# ---- vga_pixel_sequencer ----
Figure 1. Routed clock nets over the placement (vga_pixel_sequencer).
Scale bar: 20 um.
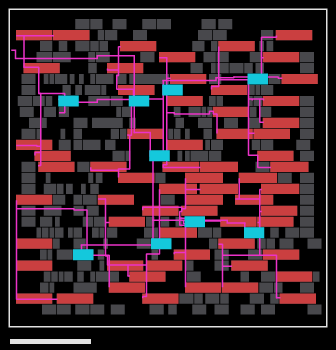
**src/rtl/vga_pixel_sequencer.sv**
```systemverilog
// Turns VGA timing strobes into pixel coordinates and a frame number, and realigns the sync lines with the shader output.
// Optional build macro VGA_PIXEL_SEQUENCER_TEST_PATTERN_EN replaces color_i with an 8-bar colour pattern.
module vga_pixel_sequencer #(
    parameter int H_ACTIVE    = 640,
    parameter int V_ACTIVE    = 480,
    parameter int LATENCY     = 4,
    parameter int COLOR_WIDTH = 12,
    parameter int FRAME_WIDTH = 16
) (
    input  logic                   clk,
    input  logic                   reset_n,
    input  logic                   hsync_i,
    input  logic                   vsync_i,
    input  logic                   visible_i,
    input  logic                   pixel_i,
    input  logic                   new_frame_i,
    output logic [9:0]             x_o,
    output logic [9:0]             y_o,
    output logic [FRAME_WIDTH-1:0] frame_o,
    output logic                   pixel_valid_o,
    input  logic [COLOR_WIDTH-1:0] color_i,
    output logic                   hsync_o,
    output logic                   vsync_o,
    output logic [COLOR_WIDTH-1:0] rgb_o
);

    localparam logic [9:0] X_LAST = 10'(H_ACTIVE - 1);
    localparam logic [9:0] Y_LAST = 10'(V_ACTIVE - 1);

    logic new_frame_q;
    logic frame_rise;

    // Only the first cycle of the two-cycle new_frame_i window resyncs.
    assign frame_rise = new_frame_i & ~new_frame_q;

    // pixel_valid_o is a one-cycle strobe with no backpressure: the shader must accept every strobe.
    assign pixel_valid_o = pixel_i;

    always_ff @(posedge clk or negedge reset_n) begin
        if (!reset_n) begin
            new_frame_q <= 1'b0;
            x_o         <= '0;
            y_o         <= '0;
            frame_o     <= '0;
        end else begin
            new_frame_q <= new_frame_i;
            if (frame_rise) begin
                frame_o <= frame_o + FRAME_WIDTH'(1);
                x_o     <= '0;
                y_o     <= '0;
            end else if (pixel_i) begin
                if (x_o == X_LAST) begin
                    x_o <= '0;
                    y_o <= (y_o == Y_LAST) ? 10'd0 : y_o + 10'd1;
                end else begin
                    x_o <= x_o + 10'd1;
                end
            end
        end
    end

    logic hsync_d   [LATENCY];
    logic vsync_d   [LATENCY];
    logic visible_d [LATENCY];

    // Free-running shift register so blanking stays aligned even while coordinates are untrusted.
    always_ff @(posedge clk or negedge reset_n) begin
        if (!reset_n) begin
            for (int i = 0; i < LATENCY; i++) begin
                hsync_d[i]   <= 1'b1;
                vsync_d[i]   <= 1'b1;
                visible_d[i] <= 1'b0;
            end
        end else begin
            hsync_d[0]   <= hsync_i;
            vsync_d[0]   <= vsync_i;
            visible_d[0] <= visible_i;
            for (int i = 1; i < LATENCY; i++) begin
                hsync_d[i]   <= hsync_d[i-1];
                vsync_d[i]   <= vsync_d[i-1];
                visible_d[i] <= visible_d[i-1];
            end
        end
    end

    logic [COLOR_WIDTH-1:0] pixel_color;

`ifdef VGA_PIXEL_SEQUENCER_TEST_PATTERN_EN
    localparam int NIB = COLOR_WIDTH / 3;

    logic [2:0] bar_d [LATENCY];

    always_ff @(posedge clk or negedge reset_n) begin
        if (!reset_n) begin
            for (int i = 0; i < LATENCY; i++) begin
                bar_d[i] <= 3'd0;
            end
        end else begin
            bar_d[0] <= x_o[9:7];
            for (int i = 1; i < LATENCY; i++) begin
                bar_d[i] <= bar_d[i-1];
            end
        end
    end

    // Bar index bits 2/1/0 switch the R/G/B nibbles fully on or off.
    always_comb begin
        pixel_color = '0;
        pixel_color = COLOR_WIDTH'({{NIB{bar_d[LATENCY-1][2]}},
                                    {NIB{bar_d[LATENCY-1][1]}},
                                    {NIB{bar_d[LATENCY-1][0]}}});
    end
`else
    assign pixel_color = color_i;
`endif

    always_ff @(posedge clk or negedge reset_n) begin
        if (!reset_n) begin
            hsync_o <= 1'b1;
            vsync_o <= 1'b1;
            rgb_o   <= '0;
        end else begin
            hsync_o <= hsync_d[LATENCY-1];
            vsync_o <= vsync_d[LATENCY-1];
            rgb_o   <= visible_d[LATENCY-1] ? pixel_color : '0;
        end
    end

endmodule

```
**config.mk**
```make
export PLATFORM = sky130hd
export DESIGN_NAME = vga_pixel_sequencer
export DESIGN_NICKNAME = d
export VERILOG_FILES = /design/src/rtl/vga_pixel_sequencer.sv
export SDC_FILE = /design/constraint.sdc
export NUM_CORES = 1
export LEC_CHECK = 0
export ABC_CLOCK_PERIOD_IN_PS = 4300
export CAP_MARGIN = 20
export CORE_UTILIZATION = 45
export CTS_CLUSTER_DIAMETER = 40
export CTS_CLUSTER_SIZE = 30
export DETAILED_ROUTE_END_ITERATION = 16
export PLACE_DENSITY_LB_ADDON = 0.05
export REMOVE_ABC_BUFFERS = 1
export SYNTH_ARGS = -nofsm -noshare
export SYNTH_HDL_FRONTEND = slang
export SYNTH_SLANG_ARGS = --single-unit
```
**constraint.sdc**
```tcl
create_clock -name clk -period 4.3 [get_ports clk]
set_input_delay 0.86 -clock clk [delete_from_list [all_inputs] [get_ports clk]]
set_output_delay 0.86 -clock clk [all_outputs]
set_load 0.02 [all_outputs]
```
==> reports/qor.yml <==
crit_required_ps: 3440
dominant_cells: "flip-flops and latches"
crit_family: "buffers and inverters"
die_h_um: 78.3
comb_cells: 144
port_buffers: 69
edf_count: 0
grt_pass1_vias: 1780
crit_buf_inv: 2
clkbuf_count: 10
tns_ps: 0
comb_share: 0.282
ios: 70
yosysWarnings: 0
first_pass_iters: 4
cts_inserted_buffers: 9
power.total_w: 0.00140
status: "complete, no violations"
final-comb-area_um2: 1000
crit_top_cell: "clkdlybuf4s50_1"
clkCellAreaFrac: 0.0465
worstSetupPathDepth: 2
vias: 1887
cts_tree: "built"
p_seq_w: 0.000708
antenna_left: 0
Notes on Figure 1 above:
- cells driving clock nets: cyan (count 9)
- clock wires: magenta (length 740 um)
- flip-flops: red (count 63)
- flops lie: widely spread
clock group power: 0.000425 W
Worst Skew: 6.18 ps
Late-Pin Clk Latency: 330 ps
Clock power frac: 0.303

cell usage after synthesis (all sizes together), types with 2 or more instances:
cell	n
a21oi	3
a22o	5
and2	13
and3	6
and4	3
buf	2
clkbuf	2
dfrtp	53
dfstp	10
ha	3
inv	2
nand2	21
nand3	14
nand4	9
nor2	13
nor3	3
o21ai	6
o311ai	2
o31ai	2
or3	2
xnor2	15
xor2	7
layer usage:
layer | part of all wire | global-route usage | up-vias
li1 | - | - | 910
met1 | 0.45 | 0.226 | 923
met2 | 0.49 | 0.299 | 49
met3 | 0.051 | 0.0663 | 5
met4 | 0.0080 | 0.0500 | 0
met5 | 0 | 0 | -
worst register-to-register path, stage by stage, from the launching register on:
cell     delay, ps
dfrtp_1        410
ha_1           250
and3_1         220
a31oi_2        400
nor2_1         170
a221o_1        310
cell families after synthesis:
family                   share of synthesized area
AND/OR/NAND/NOR                              0.198
flip-flops                                   0.606
AND-OR/OR-AND                               0.0879
XOR/XNOR                                    0.0735
buffers and inverters                       0.0115
adder cells (fa/ha/maj)                     0.0143
multiplexers                               0.00812

# ---- serial_word_deserializer_flat ----
Figure 2. Register map, names as in the netlist (serial_word_deserializer_flat).
Scale bar: 20 um.
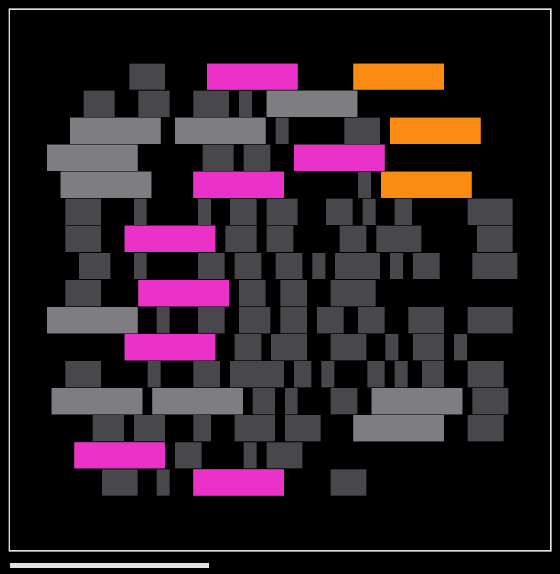
Figure 3. Metal layers overlaid (serial_word_deserializer_flat).
Scale bar: 20 um. Only two layers are drawn.
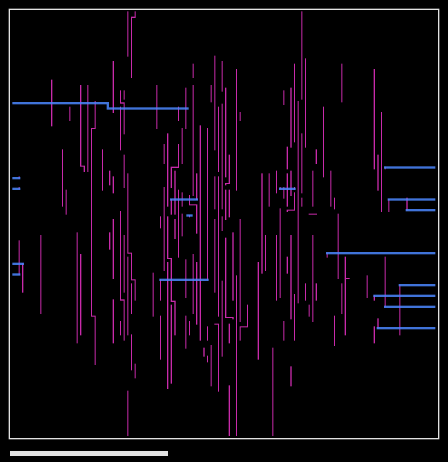
Figure 4. Cells colored by class (serial_word_deserializer_flat).
Fill, decap, tap and diode cells in gray.
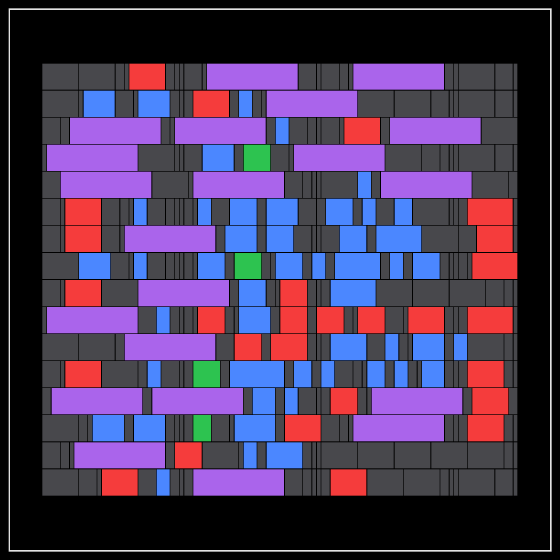
<file path="src/rtl/serial_word_deserializer_if.sv">
// Word-stream bundle for the serial word deserializer.
// The serial side (bit_en/bit_in/frame_start) and the word handshake side
// (word_valid/word_ready/word_out) travel together. The master modport is the
// deserializer's view. The slave modport is the view of the link driver and
// the consumer.
interface serial_word_deserializer_if #(
  parameter int WIDTH = 8
);
  logic             bit_en;
  logic             bit_in;
  logic             frame_start;
  logic             word_valid;
  logic             word_ready;
  logic [WIDTH-1:0] word_out;

  modport master (
    input  bit_en,
    input  bit_in,
    input  frame_start,
    input  word_ready,
    output word_valid,
    output word_out
  );

  modport slave (
    output bit_en,
    output bit_in,
    output frame_start,
    output word_ready,
    input  word_valid,
    input  word_out
  );
endinterface

</file>
<file path="src/rtl/serial_word_deserializer.sv">
// Serial-in / parallel-out receiver.
// Shifts qualified serial bits into a WIDTH-bit word. A completed word goes
// into a single-entry holding register, which is offered on a valid/ready
// port. When the holding register is still occupied and not being drained, a
// new completed word is dropped and the sticky overrun flag is raised.
module serial_word_deserializer #(
  parameter int WIDTH     = 8,
  parameter bit MSB_FIRST = 1'b1
) (
  input  logic                     clk,
  input  logic                     reset,
  input  logic                     clear_i,
  serial_word_deserializer_if.master bus,
  output logic [$clog2(WIDTH)-1:0] bit_count_o,
  output logic                     overrun_o
);

  localparam int CW = $clog2(WIDTH);

  logic [WIDTH-1:0] sh_q, sh_d;
  logic [CW-1:0]    cnt_q, cnt_d;
  logic [WIDTH-1:0] word_q, word_d;
  logic             valid_q, valid_d;
  logic             ovr_q, ovr_d;

  logic [WIDTH-1:0] shifted;
  logic [WIDTH-1:0] restart;
  logic             complete;
  logic             xfer;

  // Next state: bit capture, realignment, word completion and holding-register
  // arbitration, with clear overriding everything else.
  always_comb begin
    sh_d     = sh_q;
    cnt_d    = cnt_q;
    word_d   = word_q;
    valid_d  = valid_q;
    ovr_d    = ovr_q;
    complete = 1'b0;
    xfer     = valid_q & bus.word_ready;

    shifted = MSB_FIRST ? {sh_q[WIDTH-2:0], bus.bit_in}
                        : {bus.bit_in, sh_q[WIDTH-1:1]};
    restart = MSB_FIRST ? {{(WIDTH-1){1'b0}}, bus.bit_in}
                        : {bus.bit_in, {(WIDTH-1){1'b0}}};

    if (bus.bit_en) begin
      if (bus.frame_start) begin
        // Realign: the partial word is abandoned and this bit becomes bit 0.
        sh_d  = restart;
        cnt_d = CW'(1);
      end else begin
        sh_d = shifted;
        if (cnt_q == CW'(WIDTH - 1)) begin
          complete = 1'b1;
          cnt_d    = '0;
        end else begin
          cnt_d = cnt_q + CW'(1);
        end
      end
    end

    // A completed word can be loaded if the slot is empty or is being drained
    // on this edge. Otherwise the old word is kept and the new one is lost.
    if (complete) begin
      if (!valid_q || xfer) begin
        word_d  = sh_d;
        valid_d = 1'b1;
      end else begin
        ovr_d = 1'b1;
      end
    end else if (xfer) begin
      valid_d = 1'b0;
    end

    if (clear_i) begin
      sh_d    = '0;
      cnt_d   = '0;
      word_d  = '0;
      valid_d = 1'b0;
      ovr_d   = 1'b0;
    end
  end

  // State registers: async reset drops any partial word and any pending output.
  always_ff @(posedge clk or posedge reset) begin
    if (reset) begin
      sh_q    <= '0;
      cnt_q   <= '0;
      word_q  <= '0;
      valid_q <= 1'b0;
      ovr_q   <= 1'b0;
    end else begin
      sh_q    <= sh_d;
      cnt_q   <= cnt_d;
      word_q  <= word_d;
      valid_q <= valid_d;
      ovr_q   <= ovr_d;
    end
  end

  assign bus.word_valid = valid_q;
  assign bus.word_out   = word_q;
  assign bit_count_o    = cnt_q;
  assign overrun_o      = ovr_q;

endmodule

</file>
<file path="src/flat_wrapper.sv">
// flat-port wrapper written by rule: the top's interface ports become plain ports
module serial_word_deserializer_flat 
#(
  parameter int WIDTH     = 8,
  parameter bit MSB_FIRST = 1'b1
)
  (clk, reset, clear_i, bit_count_o, overrun_o, bus_bit_en, bus_bit_in, bus_frame_start, bus_word_ready, bus_word_valid, bus_word_out);
  serial_word_deserializer_if #(.WIDTH(WIDTH)) bus_i ();
  input  logic clk;
  input  logic reset;
  input  logic clear_i;
  output logic [$clog2(WIDTH)-1:0] bit_count_o;
  output logic overrun_o;
  input wire logic [$bits(bus_i.bit_en)-1:0] bus_bit_en;
  input wire logic [$bits(bus_i.bit_in)-1:0] bus_bit_in;
  input wire logic [$bits(bus_i.frame_start)-1:0] bus_frame_start;
  input wire logic [$bits(bus_i.word_ready)-1:0] bus_word_ready;
  output wire logic [$bits(bus_i.word_valid)-1:0] bus_word_valid;
  output wire logic [$bits(bus_i.word_out)-1:0] bus_word_out;
  assign bus_i.bit_en = bus_bit_en;
  assign bus_i.bit_in = bus_bit_in;
  assign bus_i.frame_start = bus_frame_start;
  assign bus_i.word_ready = bus_word_ready;
  assign bus_word_valid = bus_i.word_valid;
  assign bus_word_out = bus_i.word_out;
  serial_word_deserializer #(.WIDTH(WIDTH), .MSB_FIRST(MSB_FIRST)) u_core (.clk(clk), .reset(reset), .clear_i(clear_i), .bus(bus_i), .bit_count_o(bit_count_o), .overrun_o(overrun_o));
endmodule
</file>
<file path="config.mk">
export PLATFORM = sky130hd
export DESIGN_NAME = serial_word_deserializer_flat
export DESIGN_NICKNAME = d
export VERILOG_FILES = /design/src/rtl/serial_word_deserializer_if.sv /design/src/rtl/serial_word_deserializer.sv /design/src/flat_wrapper.sv
export SDC_FILE = /design/constraint.sdc
export NUM_CORES = 1
export LEC_CHECK = 0
export CAP_MARGIN = 20
export CELL_PAD_IN_SITES_DETAIL_PLACEMENT = 1
export CELL_PAD_IN_SITES_GLOBAL_PLACEMENT = 1
export CORE_MARGIN = 3
export CORE_UTILIZATION = 37
export CTS_CLUSTER_SIZE = 28
export DETAILED_ROUTE_END_ITERATION = 12
export GPL_TIMING_DRIVEN = 1
export PLACE_DENSITY = 0.82
export SLEW_MARGIN = 10
export SYNTH_ARGS = -nofsm -noshare
export SYNTH_HDL_FRONTEND = slang
export SYNTH_SLANG_ARGS = --single-unit
</file>
<file path="constraint.sdc">
create_clock -name clk -period 1.6 [get_ports clk]
set_input_delay 0.24 -clock clk [delete_from_list [all_inputs] [get_ports clk]]
set_output_delay 0.24 -clock clk [all_outputs]
set_load 0.02 [all_outputs]
</file>
==> reports/qor.yml <==
tns_ps: 0
clock_path_buffers: 2
crit_chain: "clkdlybuf4s50_1"
fin_cells: 127
hold_buffers: 0
p_seq_frac: 0.611
finClkSkew_ps: 6.11
synth_simple_gate_area_share: 0.120
clkCellAreaFrac: 0.0235
die_h_um: 54.3
worstPathArrival_ps: 1300
status: "complete, no violations"
fp_util: 0.415
crit_path_start_kind: "flop"
clockPowerShare: 0.291
ios: 20
nets: 110
clkbuf_count: 3
grt_max_degree: 16
first_pass_iters: 4
Notes on Figure 2 above:
- u_core.bit_count_o: orange (placed flops 3)
- u_core.sh_q: magenta (placed flops 8)
- not colored: 10
sequential group power: 0.000540 W
Layout Utilization: 0.563
Register Area: 526 um^2

Notes on Figure 3 above:
- met3: blue (wire length 91.5 um)
- met2: magenta (wire length 972 um)
DR WL/cell: 16.0 um
Total GRT Usage: 0.170
via count: 674

Notes on Figure 4 above:
- other buffers and delay cells: red (cells 27; share of their area 23%)
- clock drivers and dummy loads: green (cells 4; share of their area 2.4%)
- all other logic: blue (cells 48; share of their area 29%)
- flip-flops: purple (cells 21; share of their area 46%)
core area: 2080 um^2
Seq/total area: 0.449
post-route cell area: 1170 um^2

[repair_timing]
item | 4_1_cts | 5_1_grt
setup endpoints to repair | 0 | 3
gates resized | 0 | 3
endpoints found under the hold margin | 0 | 0
[how the worst max path moves through the flow]
stage | slack [ps] | end | start | depth (start not counted)
2_1_floorplan | 150 | u_core.bus.word_out[0]$_DFFE_PP0P_ | u_core.bit_count_o[0]$_DFFE_PP0P_ | 4
3_3_place_gp | 60 | u_core.bus.word_out[0]$_DFFE_PP0P_ | bus_bit_en | 4
3_5_place_dp | -0.8 | u_core.bus.word_out[1]$_DFFE_PP0P_ | bus_bit_en | 4
4_1_cts | 7 | bit_count_o[0] | u_core.bit_count_o[0]$_DFFE_PP0P_ | 1
5_1_grt | 7 | u_core.bus.word_out[7]$_DFFE_PP0P_ | u_core.bit_count_o[0]$_DFFE_PP0P_ | 4
6_report | 60 | bit_count_o[2] | u_core.bit_count_o[2]$_DFFE_PP0P_ | 1
[routing by layer]
metal / GRT usage / part of all wire
met5: 0 / 0
met4: 0.0622 / 0.0064
met3: 0.0354 / 0.045
met2: 0.263 / 0.48
met1: 0.234 / 0.47

# ---- systolic_feeder ----
Figure 5. Cells colored by class (systolic_feeder).
Fill, decap, tap and diode cells in gray.
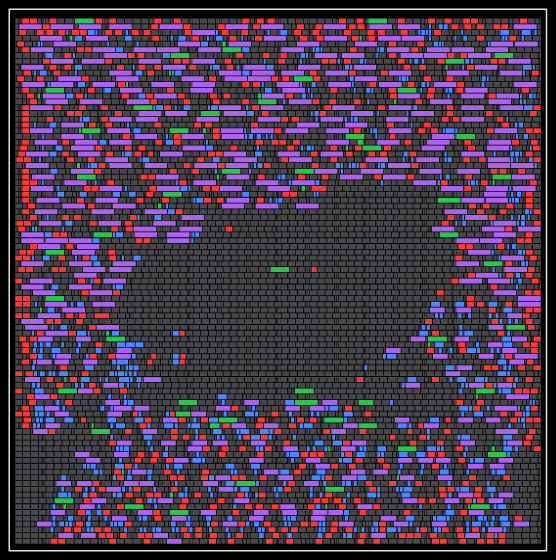
Figure 6. Register map, names as in the netlist (systolic_feeder).
Scale bar: 100 um.
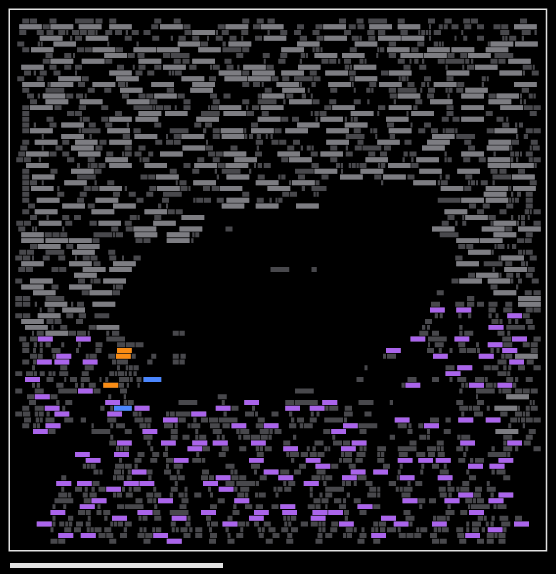
--- config.mk ---
export PLATFORM = sky130hd
export DESIGN_NAME = systolic_feeder
export DESIGN_NICKNAME = d
export VERILOG_FILES = /design/src/rtl/systolic_pkg.sv /design/src/rtl/matrix_skewer.sv /design/src/rtl/systolic_feeder.sv
export SDC_FILE = /design/constraint.sdc
export NUM_CORES = 1
export LEC_CHECK = 0
export CORE_AREA = 2 2 250 252
export DETAILED_ROUTE_END_ITERATION = 8
export DIE_AREA = 0 0 252 254
export PLACE_DENSITY_LB_ADDON = 0.15
export REMOVE_ABC_BUFFERS = 1
export SKIP_CTS_REPAIR_TIMING = 1
export SLEW_MARGIN = 20
export SYNTH_ARGS = -nofsm -noshare
export SYNTH_HDL_FRONTEND = slang
export SYNTH_HIERARCHICAL = 1
export SYNTH_SLANG_ARGS = --single-unit
--- constraint.sdc ---
create_clock -name clock -period 9.9 [get_ports clock]
set_input_delay 1.98 -clock clock [delete_from_list [all_inputs] [get_ports clock]]
set_output_delay 1.98 -clock clock [all_outputs]
set_load 0.02 [all_outputs]
--- src/rtl/systolic_pkg.sv ---
// Shared types and sizing helpers for systolic-array front-end sequencers.
package systolic_pkg;

  typedef enum logic [2:0] {
    S_IDLE,
    S_CLEAR,
    S_FEED,
    S_DRAIN,
    S_DONE
  } feeder_state_t;

  localparam int DEFAULT_N = 2;
  localparam int DEFAULT_W = 32;

  // Element type for the default geometry; modules redeclare it with their own W.
  typedef logic [DEFAULT_W-1:0] elem_t;

  // Number of skewed wavefronts needed to stream an N x N operand pair.
  function automatic int feed_len(input int n);
    return 2 * n - 1;
  endfunction

  // Step counter width covering both the feed and the drain phases.
  function automatic int step_width(input int n, input int drain);
    int hi;
    hi = (feed_len(n) > drain) ? feed_len(n) : drain;
    return (hi <= 2) ? 1 : $clog2(hi);
  endfunction

endpackage

--- src/rtl/matrix_skewer.sv ---
// Combinational diagonal skew: lane i carries A[i][t-i], lane j carries B[t-j][j], zero elsewhere.
module matrix_skewer
  import systolic_pkg::*;
#(
  parameter int N  = 2,
  parameter int W  = 32,
  parameter int SW = 2
) (
  input  logic                          i_active,
  input  logic [SW-1:0]                 i_step,
  input  logic [N-1:0][N-1:0][W-1:0]    i_mat_a,
  input  logic [N-1:0][N-1:0][W-1:0]    i_mat_b,
  output logic [N-1:0][W-1:0]           o_lane_a,
  output logic [N-1:0][W-1:0]           o_lane_b
);

  // NOTE: every output gets a default before the loops so no path leaves it unassigned (no latch).
  always_comb begin
    o_lane_a = '0;
    o_lane_b = '0;
    if (i_active) begin
      for (int i = 0; i < N; i++) begin
        for (int k = 0; k < N; k++) begin
          if (int'(i_step) == i + k) begin
            o_lane_a[i] = i_mat_a[i][k];
            o_lane_b[i] = i_mat_b[k][i];
          end
        end
      end
    end
  end

endmodule

--- src/rtl/systolic_feeder.sv ---
// Sequencer that loads an operand pair, streams skewed wavefronts into the array, drains it and holds the product.
module systolic_feeder
  import systolic_pkg::*;
#(
  parameter int N     = 2,
  parameter int W     = 32,
  parameter int DRAIN = N  // must be >= 1 and equal to the array pipeline depth
) (
  input  logic                          clock,
  input  logic                          reset,
  input  logic                          in_valid,
  output logic                          in_ready,
  input  logic [N-1:0][N-1:0][W-1:0]    mat_a,
  input  logic [N-1:0][N-1:0][W-1:0]    mat_b,
  output logic                          arr_reset,
  output logic                          arr_en,
  output logic [N-1:0][W-1:0]           arr_A,
  output logic [N-1:0][W-1:0]           arr_B,
  input  logic [N-1:0][N-1:0][W-1:0]    arr_Out,
  output logic                          out_valid,
  input  logic                          out_ready,
  output logic [N-1:0][N-1:0][W-1:0]    result
);

  localparam int FEED_LEN = feed_len(N);
  localparam int SW       = step_width(N, DRAIN);

  feeder_state_t                 r_state;
  feeder_state_t                 w_state_nxt;
  logic [SW-1:0]                 r_step;
  logic [SW-1:0]                 w_step_nxt;
  logic                          w_accept;
  logic                          w_capture;
  logic [N-1:0][N-1:0][W-1:0]    r_mat_a;
  logic [N-1:0][N-1:0][W-1:0]    r_mat_b;
  logic [N-1:0][N-1:0][W-1:0]    r_result;

  always_comb begin
    w_state_nxt = r_state;
    w_step_nxt  = r_step;
    w_accept    = 1'b0;
    w_capture   = 1'b0;
    case (r_state)
      S_IDLE: begin
        if (in_valid) begin
          w_accept    = 1'b1;
          w_state_nxt = S_CLEAR;
        end
      end
      S_CLEAR: begin
        w_state_nxt = S_FEED;
        w_step_nxt  = '0;
      end
      S_FEED: begin
        if (r_step == SW'(FEED_LEN - 1)) begin
          w_state_nxt = S_DRAIN;
          w_step_nxt  = '0;
        end else begin
          w_step_nxt = r_step + 1'b1;
        end
      end
      S_DRAIN: begin
        if (r_step == SW'(DRAIN - 1)) begin
          w_state_nxt = S_DONE;
          w_step_nxt  = '0;
          w_capture   = 1'b1;
        end else begin
          w_step_nxt = r_step + 1'b1;
        end
      end
      S_DONE: begin
        if (out_ready) w_state_nxt = S_IDLE;
      end
      default: begin
        w_state_nxt = S_IDLE;
        w_step_nxt  = '0;
      end
    endcase
  end

  // NOTE: sequential state uses non-blocking assignments so every register samples pre-edge values.
  always_ff @(posedge clock) begin
    if (reset) begin
      r_state  <= S_IDLE;
      r_step   <= '0;
      r_result <= '0;
    end else begin
      r_state <= w_state_nxt;
      r_step  <= w_step_nxt;
      if (w_capture) r_result <= arr_Out;
    end
  end

  // NOTE: operand registers are deliberately not reset; they are only read after a fresh load.
  always_ff @(posedge clock) begin
    if (w_accept) begin
      r_mat_a <= mat_a;
      r_mat_b <= mat_b;
    end
  end

  matrix_skewer #(
    .N  (N),
    .W  (W),
    .SW (SW)
  ) u_skewer (
    .i_active (r_state == S_FEED),
    .i_step   (r_step),
    .i_mat_a  (r_mat_a),
    .i_mat_b  (r_mat_b),
    .o_lane_a (arr_A),
    .o_lane_b (arr_B)
  );

  // A feeder reset also wipes the array so no stale partial sums survive an abort.
  assign arr_reset = reset || (r_state == S_CLEAR);
  assign arr_en    = (r_state == S_FEED) || (r_state == S_DRAIN);
  assign in_ready  = (r_state == S_IDLE);
  assign out_valid = (r_state == S_DONE);
  assign result    = r_result;

endmodule

==> reports/qor.yml <==
synthArstFlopShare: 0
post-route-period-util: 0.560
hold_viol: 0
edf_count: 256
worstSetupPathDepth: 4
status: "complete, no violations"
use_met3: 0.0470
yosysChipArea_um2: 15900
drive_gt1_frac: 0.0993
cts_sinks: 389
num_rows: 91
worstHoldStart: "result[87]$_SDFFE_PP0P_"
yosysWarnings: 6
leakagePower_nw: 7.46
viasPerCell: 4.61
About Figure 5:
- other buffers and delay cells: red (cells 664; share of their area 29%)
- all other logic: blue (cells 736; share of their area 20%)
- flip-flops: purple (cells 389; share of their area 45%)
- clock drivers and dummy loads: green (cells 85; share of their area 6.2%)
core area: 61300 um^2
post-route cell area: 24100 um^2

About Figure 6:
- r_state: orange (placed flops 3)
- result: purple (placed flops 128)
- r_step: blue (placed flops 2)
- not colored: 256
Register Area: 10400 um^2
Seq/total area: 0.429
Layout Utilization: 0.394

## where the power goes
part           total, W  leakage [nW]  switching [W]  internal, W
Sequential      0.00186          3.52      0.0000280      0.00183
Clock           0.00164         0.707       0.000702     0.000938
Combinational  0.000434          3.24       0.000226     0.000208
Total           0.00394          7.46       0.000957      0.00298
## cells in the final DEF, fill, tap and decap left out, drive strengths merged, types with 18 or more instances in the layout
cell and count:
clkdlybuf4s50 646, edfxtp 256, nand2 133, dfxtp 133, a21oi 131, nand3 130, o31ai 130, nor2 66
mux2i 64, o22ai 64, clkbuf 62, buf 18, clkinv 18
## state kept, by name, indices dropped and copies added, names as in the netlist
register  count
r_mat_a     128
r_mat_b     128
result      128
r_state       3
r_step        2
## layout make-up
cell class | instances | area, um^2
Antenna cell | 11 | 27.5
Clock buffer | 62 | 1240
Clock inverter | 23 | 189
Fill cell | 6021 | 37100
Inverter | 3 | 13.8
Multi-Input combinational cell | 733 | 4690
Sequential cell | 389 | 10400
Tap cell | 790 | 988
Timing Repair Buffer | 664 | 6630
## kinds of logic after synthesis
logic type / share of synthesized area
mux: 0.0403
simple gates: 0.0930
compound gates: 0.160
flops: 0.652
buf+inv: 0.0551

# ---- cb_transform ----
===== src/rtl/cb_transform.sv =====
// cb_transform: nonlinear Cb chroma transform for the skin-tone datapath.
//   C'b = (Cb - Cb_center(Y)) * W_Cb / widthcb(Y) + Cb_center(K_h)
// Luma inside [K_L, K_H] passes Cb through unchanged. Outside that range the
// transform uses one multiply cycle, a 30-cycle restoring divider and one
// finishing cycle. Valid/ready handshakes are used on both sides.
// Build option: define CBT_ROUND_EN to round half up before the final shift.
// Without it the final shift floors. Latency is the same in both builds.
module cb_transform #(
  parameter int unsigned W_W         = 16,
  parameter int unsigned W_FRAC      = 8,
  parameter int unsigned K_L         = 125,
  parameter int unsigned K_H         = 188,
  parameter int unsigned W_CB_FIX    = 12024,
  parameter int unsigned CB_OFFS_FIX = 27648
) (
  input  logic           clk,
  input  logic           rst_n,
  input  logic           in_valid,
  output logic           in_ready,
  input  logic [7:0]     y,
  input  logic [7:0]     cb,
  input  logic [W_W-1:0] widthcb,
  input  logic [W_W-1:0] cb_center,
  output logic           out_valid,
  input  logic           out_ready,
  output logic [7:0]     cb_t,
  output logic           div0
);

  localparam int unsigned P_W = 30;        // product / quotient width
  localparam int unsigned D_W = W_W + 2;   // signed difference width
  localparam int unsigned R_W = P_W + 2;   // signed result width
  localparam int unsigned C_W = 5;         // divider iteration counter width

`ifdef CBT_ROUND_EN
  localparam int unsigned RND = 1 << (W_FRAC - 1);
`else
  localparam int unsigned RND = 0;
`endif

  localparam logic [7:0]     Y_LO     = 8'(K_L);
  localparam logic [7:0]     Y_HI     = 8'(K_H);
  localparam logic [7:0]     CB_MID   = 8'(CB_OFFS_FIX >> W_FRAC);
  localparam logic [C_W-1:0] LAST_BIT = C_W'(P_W - 1);

  typedef enum logic [2:0] {
    S_IDLE,
    S_MUL,
    S_DIV,
    S_FIN,
    S_OUT
  } state_t;

  state_t         state_q, state_d;
  logic [7:0]     cb_q, cb_d;
  logic [W_W-1:0] wid_q, wid_d;
  logic [W_W-1:0] cen_q, cen_d;
  logic [W_W-1:0] rem_q, rem_d;
  logic [P_W-1:0] pq_q, pq_d;    // dividend in, quotient out (shifted in place)
  logic           neg_q, neg_d;
  logic [C_W-1:0] cnt_q, cnt_d;
  logic [7:0]     cbt_q, cbt_d;
  logic           div0_q, div0_d;

  // Multiply stage: signed difference, its magnitude and the scaled product
  logic [D_W-1:0] diff;
  logic [D_W-1:0] mag;
  logic           diff_neg;
  logic           diff_zero;
  logic [P_W-1:0] prod;

  // Compute the centred chroma difference and |d| * W_Cb
  always_comb begin
    diff      = (D_W'(cb_q) << W_FRAC) - D_W'(cen_q);
    diff_neg  = diff[D_W-1];
    diff_zero = (diff == '0);
    mag       = diff_neg ? -diff : diff;
    prod      = P_W'(mag) * P_W'(W_CB_FIX);
  end

  // Divider step: trial subtraction, the borrow decides the quotient bit
  logic [W_W:0]   trial;
  logic [W_W:0]   trial_sub;
  logic           q_bit;
  logic [W_W-1:0] rem_nxt;

  // One restoring-division iteration on the partial remainder
  always_comb begin
    trial     = {rem_q, pq_q[P_W-1]};
    trial_sub = trial - {1'b0, wid_q};
    q_bit     = ~trial_sub[W_W];
    rem_nxt   = q_bit ? trial_sub[W_W-1:0] : trial[W_W-1:0];
  end

  // Finish stage: apply sign, add offset, optional rounding, shift, clamp
  logic signed [R_W-1:0] q_s;
  logic signed [R_W-1:0] r_s;
  logic signed [R_W-1:0] sh_s;
  logic [7:0]            clamp;

  // Convert the truncated quotient magnitude into the clamped 8-bit result
  always_comb begin
    q_s  = signed'(R_W'(pq_q));
    r_s  = (neg_q ? -q_s : q_s) + signed'(R_W'(CB_OFFS_FIX)) + signed'(R_W'(RND));
    sh_s = r_s >>> W_FRAC;
    if (sh_s < 0) begin
      clamp = '0;
    end else if (sh_s > 255) begin
      clamp = '1;
    end else begin
      clamp = sh_s[7:0];
    end
  end

  // Next-state and datapath register updates per state
  always_comb begin
    state_d = state_q;
    cb_d    = cb_q;
    wid_d   = wid_q;
    cen_d   = cen_q;
    rem_d   = rem_q;
    pq_d    = pq_q;
    neg_d   = neg_q;
    cnt_d   = cnt_q;
    cbt_d   = cbt_q;
    div0_d  = div0_q;

    unique case (state_q)
      S_IDLE: begin
        if (in_valid) begin
          cb_d  = cb;
          wid_d = widthcb;
          cen_d = cb_center;
          if ((y >= Y_LO) && (y <= Y_HI)) begin
            cbt_d   = cb;
            div0_d  = 1'b0;
            state_d = S_OUT;
          end else begin
            state_d = S_MUL;
          end
        end
      end

      S_MUL: begin
        neg_d = diff_neg;
        pq_d  = prod;
        rem_d = '0;
        cnt_d = '0;
        if (wid_q == '0) begin
          div0_d = 1'b1;
          if (diff_zero) begin
            cbt_d = CB_MID;
          end else if (diff_neg) begin
            cbt_d = '0;
          end else begin
            cbt_d = '1;
          end
          state_d = S_OUT;
        end else begin
          state_d = S_DIV;
        end
      end

      S_DIV: begin
        rem_d = rem_nxt;
        pq_d  = {pq_q[P_W-2:0], q_bit};
        cnt_d = cnt_q + 1'b1;
        if (cnt_q == LAST_BIT) begin
          state_d = S_FIN;
        end
      end

      S_FIN: begin
        cbt_d   = clamp;
        div0_d  = 1'b0;
        state_d = S_OUT;
      end

      S_OUT: begin
        if (out_ready) begin
          state_d = S_IDLE;
        end
      end

      default: begin
        state_d = S_IDLE;
      end
    endcase
  end

  // State and datapath registers; async reset discards any work in flight
  always_ff @(posedge clk or negedge rst_n) begin
    if (!rst_n) begin
      state_q <= S_IDLE;
      cb_q    <= '0;
      wid_q   <= '0;
      cen_q   <= '0;
      rem_q   <= '0;
      pq_q    <= '0;
      neg_q   <= 1'b0;
      cnt_q   <= '0;
      cbt_q   <= '0;
      div0_q  <= 1'b0;
    end else begin
      state_q <= state_d;
      cb_q    <= cb_d;
      wid_q   <= wid_d;
      cen_q   <= cen_d;
      rem_q   <= rem_d;
      pq_q    <= pq_d;
      neg_q   <= neg_d;
      cnt_q   <= cnt_d;
      cbt_q   <= cbt_d;
      div0_q  <= div0_d;
    end
  end

  assign in_ready  = (state_q == S_IDLE);
  assign out_valid = (state_q == S_OUT);
  assign cb_t      = cbt_q;
  assign div0      = div0_q;

endmodule


===== config.mk =====
export PLATFORM = sky130hd
export DESIGN_NAME = cb_transform
export DESIGN_NICKNAME = d
export VERILOG_FILES = /design/src/rtl/cb_transform.sv
export SDC_FILE = /design/constraint.sdc
export NUM_CORES = 1
export LEC_CHECK = 0
export CAP_MARGIN = 20
export CORE_MARGIN = 5
export CORE_UTILIZATION = 57
export DETAILED_ROUTE_END_ITERATION = 12
export PLACE_DENSITY = 0.79
export SKIP_LAST_GASP = 1
export SYNTH_ARGS = -nofsm -noshare
export SYNTH_HDL_FRONTEND = slang
export SYNTH_SLANG_ARGS = --single-unit

===== constraint.sdc =====
create_clock -name clk -period 8.3 [get_ports clk]
set_input_delay 1.245 -clock clk [delete_from_list [all_inputs] [get_ports clk]]
set_output_delay 1.245 -clock clk [all_outputs]
set_load 0.02 [all_outputs]

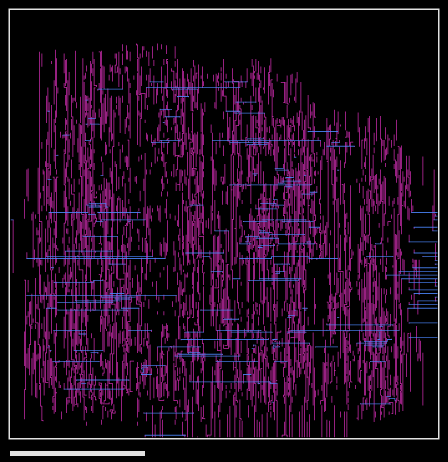
Figure 7: cb_transform, metal layers overlaid.
Scale bar: 50 um. Only two layers are drawn.
- met3: blue (wire length 1590 um)
- met2: magenta (wire length 14500 um)
via count: 10300
DR WL/cell: 16.9 um
Post-Route WL: 30.3 mm
Total GRT Usage: 0.250

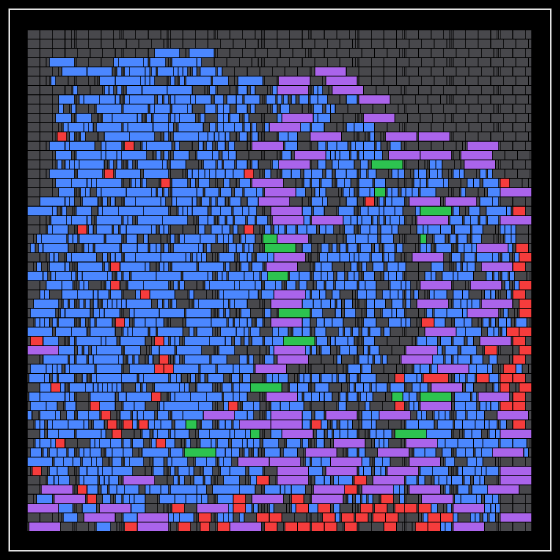
Figure 8: cb_transform, cells colored by class.
Fill, decap, tap and diode cells in gray.
- flip-flops: purple (cells 104; share of their area 19%)
- other buffers and delay cells: red (cells 99; share of their area 6.7%)
- clock drivers and dummy loads: green (cells 16; share of their area 2.2%)
- all other logic: blue (cells 1294; share of their area 72%)
row count: 54
core area: 21700 um^2
Layout Utilization: 0.638
post-route cell area: 13800 um^2

==> reports/qor.yml <==
status: "complete, no violations"
slew_headroom: 0.446
viasPerCell: 5.77
insertion_delay_ps: 360
top_register: "pq_q"
dominant_cells: "combinational gates"
cts_resized: 0
grt_setup_unrepaired: "yes"
diodes: 0
cp-end-kind: "flop"
n_all_buffers: 99
drive_gt1_frac: 0.0806
crit_top_cell: "fa_1"
==> Yosys cell counts (5+ instances only) <==
master / number / area (um^2)
mux2_2: 17 / 191
nor4_1: 16 / 100
or2_2: 13 / 81.3
nand2_1: 109 / 409
a211oi_1: 10 / 75.1
inv_1: 273 / 1020
o211ai_1: 14 / 105
nand3b_1: 7 / 52.6
o22ai_1: 8 / 50.1
a22o_1: 7 / 61.3
nor2b_1: 13 / 81.3
buf_1: 7 / 26.3
o311ai_0: 7 / 61.3
a21o_1: 15 / 113
nand4_1: 12 / 75.1
o31ai_1: 13 / 97.6
o21a_1: 8 / 60.1
o41ai_1: 5 / 43.8
nor3_1: 29 / 145
mux2i_1: 22 / 220
fa_1: 98 / 1960
a22oi_1: 23 / 173
nand3_1: 20 / 100
xnor2_1: 56 / 490
nor2_1: 64 / 240
or3_1: 9 / 56.3
and3_1: 14 / 87.6
nand2b_1: 16 / 100
a31oi_1: 22 / 138
xor2_1: 29 / 254
o21ai_0: 87 / 435
clkbuf_1: 47 / 176
a21oi_1: 47 / 235
ha_1: 117 / 1460
or4_1: 6 / 45.0
dfrtp_1: 104 / 2600

# ---- wb_stage ----
Figure 9. Register map, names as in the netlist (wb_stage).
Scale bar: 50 um.
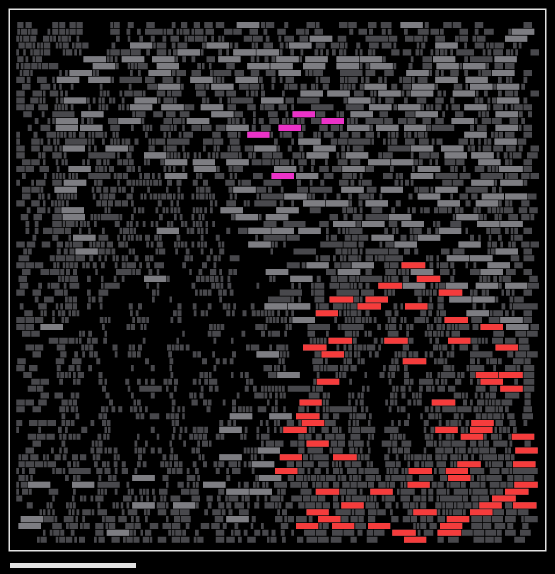
Figure 10. Routed clock nets over the placement (wb_stage).
Scale bar: 50 um.
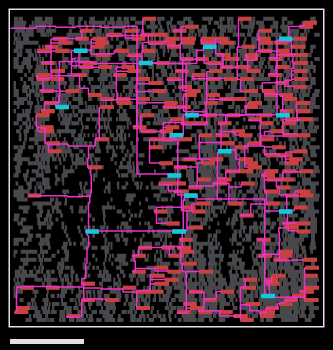
Figure 11. Metal layers overlaid (wb_stage).
Scale bar: 50 um. Only two layers are drawn.
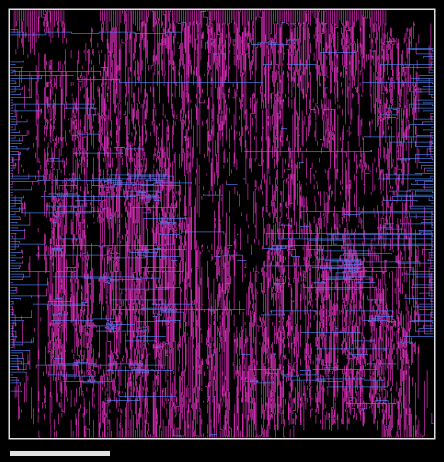
===== src/rtl/npc_pkg.sv =====
// Shared types and constants for the npc core writeback path.
package npc_pkg;

    localparam int XLEN = 64;

    typedef enum logic [1:0] {
        LD_B = 2'd0,
        LD_H = 2'd1,
        LD_W = 2'd2,
        LD_D = 2'd3
    } ld_size_e;

    typedef enum logic {
        WB_RUN  = 1'b0,
        WB_HALT = 1'b1
    } wb_state_e;

    localparam logic [4:0] REG_ZERO = 5'd0;

    // Low address bits that must be zero for a naturally aligned access.
    function automatic logic [2:0] ld_align_mask(input ld_size_e size);
        case (size)
            LD_B:    return 3'b000;
            LD_H:    return 3'b001;
            LD_W:    return 3'b011;
            default: return 3'b111;
        endcase
    endfunction

endpackage


===== src/rtl/wb_load_align.sv =====
// Load data alignment: picks the addressed byte/half/word/double from the raw
// doubleword and sign- or zero-extends it. Misaligned offsets round down.
module wb_load_align
    import npc_pkg::*;
(
    input  logic [XLEN-1:0] raw_i,
    input  logic [2:0]      addr_lo_i,
    input  ld_size_e        size_i,
    input  logic            unsigned_i,
    output logic [XLEN-1:0] value_o,
    output logic            misaligned_o
);

    logic [2:0]      mask;
    logic [2:0]      offset;
    logic [XLEN-1:0] shifted;
    logic            sext;

    always_comb begin
        mask         = ld_align_mask(size_i);
        offset       = addr_lo_i & ~mask;
        misaligned_o = |(addr_lo_i & mask);
        shifted      = raw_i >> {offset, 3'b000};
        sext         = 1'b0;
        value_o      = '0;
        case (size_i)
            LD_B: begin
                sext    = ~unsigned_i & shifted[7];
                value_o = {{56{sext}}, shifted[7:0]};
            end
            LD_H: begin
                sext    = ~unsigned_i & shifted[15];
                value_o = {{48{sext}}, shifted[15:0]};
            end
            LD_W: begin
                sext    = ~unsigned_i & shifted[31];
                value_o = {{32{sext}}, shifted[31:0]};
            end
            default: value_o = shifted;
        endcase
    end

endmodule


===== src/rtl/wb_stage.sv =====
// Writeback stage: one-entry WB register feeding the register-file write port.
// Build option WB_FWD_EN exposes the pending write as a decode forwarding source.
//
//   state   | meaning
//   --------+-------------------------------------------------
//   WB_RUN  | accepting and retiring instructions
//   WB_HALT | ebreak retired; frozen until reset
module wb_stage
    import npc_pkg::ld_size_e, npc_pkg::wb_state_e, npc_pkg::WB_RUN,
           npc_pkg::WB_HALT, npc_pkg::REG_ZERO;
#(
    parameter int unsigned XLEN     = 64,
    parameter logic [63:0] RESET_PC = 64'h8000_0000
) (
    input  logic            clk,
    input  logic            rst,
    input  logic            in_valid,
    output logic            in_ready,
    input  logic [XLEN-1:0] in_pc,
    input  logic [4:0]      in_rd,
    input  logic            in_rd_wen,
    input  logic [XLEN-1:0] in_result,
    input  logic            in_is_load,
    input  logic [1:0]      in_ld_size,
    input  logic            in_ld_unsigned,
    input  logic [2:0]      in_addr_lo,
    input  logic [XLEN-1:0] in_ld_data,
    input  logic            in_ebreak,
    input  logic            hold,
    output logic            rf_wen,
    output logic [4:0]      rf_waddr,
    output logic [XLEN-1:0] rf_wdata,
    output logic            fwd_valid,
    output logic [4:0]      fwd_rd,
    output logic [XLEN-1:0] fwd_data,
    output logic            commit_valid,
    output logic [XLEN-1:0] commit_pc,
    output logic [63:0]     instret,
    output logic            halted,
    output logic [XLEN-1:0] halt_pc,
    output logic            ld_misaligned
);

    wb_state_e       state_q, state_d;
    logic            wb_valid_q, wb_valid_d;
    logic [XLEN-1:0] wb_pc_q, wb_pc_d;
    logic [4:0]      wb_rd_q, wb_rd_d;
    logic            wb_rd_wen_q, wb_rd_wen_d;
    logic            wb_ebreak_q, wb_ebreak_d;
    logic [XLEN-1:0] wb_value_q, wb_value_d;
    logic [63:0]     instret_q, instret_d;
    logic [XLEN-1:0] halt_pc_q, halt_pc_d;
    logic            ld_mis_q, ld_mis_d;

    logic [XLEN-1:0] ld_value;
    logic            ld_mis;
    logic            retire;
    logic            accept;

    wb_load_align u_load_align (
        .raw_i        (in_ld_data),
        .addr_lo_i    (in_addr_lo),
        .size_i       (ld_size_e'(in_ld_size)),
        .unsigned_i   (in_ld_unsigned),
        .value_o      (ld_value),
        .misaligned_o (ld_mis)
    );

    // A held or halting entry blocks the input so the single WB slot never overflows.
    assign in_ready = (state_q == WB_RUN) && !(wb_valid_q && wb_ebreak_q)
                      && !(wb_valid_q && hold);
    assign accept   = in_valid && in_ready;
    assign retire   = (state_q == WB_RUN) && wb_valid_q && !hold;

    always_comb begin
        state_d     = state_q;
        wb_valid_d  = wb_valid_q;
        wb_pc_d     = wb_pc_q;
        wb_rd_d     = wb_rd_q;
        wb_rd_wen_d = wb_rd_wen_q;
        wb_ebreak_d = wb_ebreak_q;
        wb_value_d  = wb_value_q;
        instret_d   = instret_q;
        halt_pc_d   = halt_pc_q;
        ld_mis_d    = ld_mis_q;

        if (retire) begin
            wb_valid_d = 1'b0;
            instret_d  = instret_q + 64'd1;
            if (wb_ebreak_q) begin
                state_d   = WB_HALT;
                halt_pc_d = wb_pc_q;
            end
        end

        if (accept) begin
            wb_valid_d  = 1'b1;
            wb_pc_d     = in_pc;
            wb_rd_d     = in_rd;
            wb_rd_wen_d = in_rd_wen;
            wb_ebreak_d = in_ebreak;
            wb_value_d  = in_is_load ? ld_value : in_result;
            if (in_is_load && ld_mis) begin
                ld_mis_d = 1'b1;
            end
        end
    end

    always_ff @(posedge clk or negedge rst) begin
        if (!rst) begin
            state_q     <= WB_RUN;
            wb_valid_q  <= 1'b0;
            wb_pc_q     <= '0;
            wb_rd_q     <= '0;
            wb_rd_wen_q <= 1'b0;
            wb_ebreak_q <= 1'b0;
            wb_value_q  <= '0;
            instret_q   <= '0;
            halt_pc_q   <= RESET_PC[XLEN-1:0];
            ld_mis_q    <= 1'b0;
        end else begin
            state_q     <= state_d;
            wb_valid_q  <= wb_valid_d;
            wb_pc_q     <= wb_pc_d;
            wb_rd_q     <= wb_rd_d;
            wb_rd_wen_q <= wb_rd_wen_d;
            wb_ebreak_q <= wb_ebreak_d;
            wb_value_q  <= wb_value_d;
            instret_q   <= instret_d;
            halt_pc_q   <= halt_pc_d;
            ld_mis_q    <= ld_mis_d;
        end
    end

    assign rf_wen        = retire && wb_rd_wen_q && (wb_rd_q != REG_ZERO);
    assign rf_waddr      = retire ? wb_rd_q : '0;
    assign rf_wdata      = retire ? wb_value_q : '0;
    assign commit_valid  = retire;
    assign commit_pc     = retire ? wb_pc_q : '0;
    assign instret       = instret_q;
    assign halted        = (state_q == WB_HALT);
    assign halt_pc       = halt_pc_q;
    assign ld_misaligned = ld_mis_q;

`ifdef WB_FWD_EN
    assign fwd_valid = wb_valid_q && wb_rd_wen_q && (wb_rd_q != REG_ZERO);
    assign fwd_rd    = wb_rd_q;
    assign fwd_data  = wb_value_q;
`else
    assign fwd_valid = 1'b0;
    assign fwd_rd    = '0;
    assign fwd_data  = '0;
`endif

endmodule


===== config.mk =====
export PLATFORM = sky130hd
export DESIGN_NAME = wb_stage
export DESIGN_NICKNAME = d
export VERILOG_FILES = /design/src/rtl/npc_pkg.sv /design/src/rtl/wb_load_align.sv /design/src/rtl/wb_stage.sv
export SDC_FILE = /design/constraint.sdc
export NUM_CORES = 1
export LEC_CHECK = 0
export ABC_AREA = 1
export ABC_CLOCK_PERIOD_IN_PS = 2300
export CORE_AREA = 2 2 210 212
export CTS_CLUSTER_DIAMETER = 200
export CTS_CLUSTER_SIZE = 24
export DETAILED_ROUTE_END_ITERATION = 10
export DIE_AREA = 0 0 212 214
export GPL_TIMING_DRIVEN = 0
export PLACE_DENSITY_LB_ADDON = 0.12
export SETUP_SLACK_MARGIN = 0.5
export SYNTH_ARGS = -nofsm -noshare
export SYNTH_HDL_FRONTEND = slang
export SYNTH_SLANG_ARGS = --single-unit

===== constraint.sdc =====
create_clock -name clk -period 2.3 [get_ports clk]
set_input_delay 0.46 -clock clk [delete_from_list [all_inputs] [get_ports clk]]
set_output_delay 0.46 -clock clk [all_outputs]
set_load 0.005 [all_outputs]

==> reports/qor.yml <==
hold_viol: 74
reg2reg_slack_ps: 210
first_pass_iters: 6
seq_share: 0.262
cts_tree: "built"
cts_inserted_buffers: 15
maxSlewViolCount: 0
hold_ws_ps: -76.6
setup_ws_ps: -17.3
violations: "negative hold slack, negative setup slack"
grt_pass1_wl_mm: 105
final-comb-area_um2: 9180
ys_sh_adder: 0.000782
diodes: 7
fin_util: 0.595
fillers: 4025
pre_cts_slack_ps: -1470
cts_sinks: 266
status: "complete, but fails checks"
hold_class: "input port to asynchronous set/reset pin"
antenna_left: 0
n_all_inverters: 257
setup_viol: 5
muxShareOfSynthArea: 0
synth_simple_gate_area_share: 0.355
grt_pass1_vias: 17400
Notes on Figure 9 above:
- instret: red (placed flops 64)
- wb_rd_q: magenta (placed flops 5; where top middle)
- not colored: 197
sequential group power: 0.00486 W
Register Area: 6690 um^2

Notes on Figure 10 above:
- cells driving clock nets: cyan (count 15)
- flip-flops: red (count 266)
- clock wires: magenta (length 3750 um)
- routed clock nets: 16
- flops lie: widely spread
Worst Skew: 35.2 ps
clock group power: 0.00299 W
Late-Pin Clk Latency: 540 ps
Clock power frac: 0.315

Notes on Figure 11 above:
- met2: magenta (wire length 36.1 mm)
- met3: blue (wire length 5100 um)
via count: 18500
DR WL/cell: 19.9 um
Total GRT Usage: 0.301
Post-Route WL: 72.7 mm

==> report_power, final <==
| group | leakage (nW) | switching, W | internal [W] |
|---|---|---|---|
| clock network | 0.207 | 0.00174 | 0.00125 |
| registers | 3.20 | 0.0000544 | 0.00480 |
| logic | 10.1 | 0.000955 | 0.000689 |
| total | 13.5 | 0.00275 | 0.00674 |
==> worst max-delay path, cell delays in order, from the launching register on <==
cell,delay (ps)
dfrtp_1,350
inv_2,60
nor2_4,100
nand2_4,100
clkbuf_16,180
buf_8,130
clkbuf_16,160
nor2_4,120
buf_2,130
==> state kept, by name (all words and copies together), names as in the netlist <==
name / flops
wb_valid_q: 1
wb_ebreak_q: 1
halted: 1
ld_misaligned: 1
wb_rd_wen_q: 1
halt_pc: 64
wb_pc_q: 64
wb_rd_q: 5
instret: 64
wb_value_q: 64
==> metal layers <==
layer / routed length, um / GRT usage
met3: 5100 / 0.0396
met1: 29200 / 0.390
met2: 36100 / 0.518
met5: 31 / 0
met4: 2280 / 0.0979


## Gallery

Clock wiring as the flow saved it.
(a)
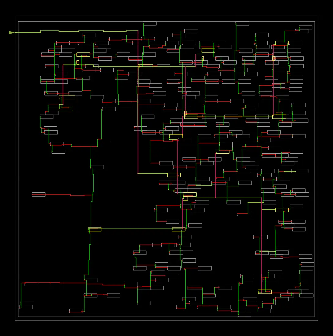
(b)
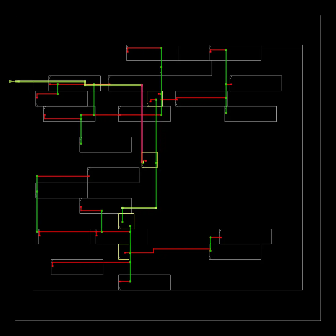
(c)
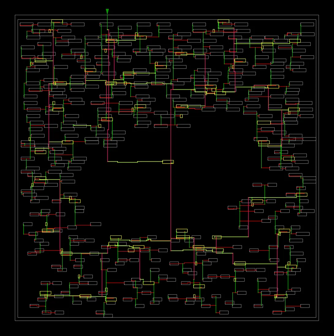
(d)
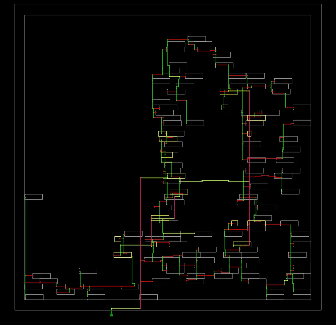
(e)
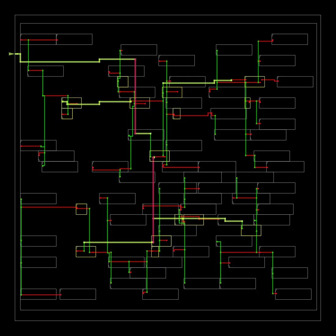
For systolic_feeder, see (c).
For cb_transform, see (d).
For serial_word_deserializer_flat, see (b).
For vga_pixel_sequencer, see (e).
For wb_stage, see (a).
Of these, fewest sequential cells: (b)
Of these, fewest clock buffers: (b)

Power figures rest on the tool's default switching activity, not on a simulated workload.
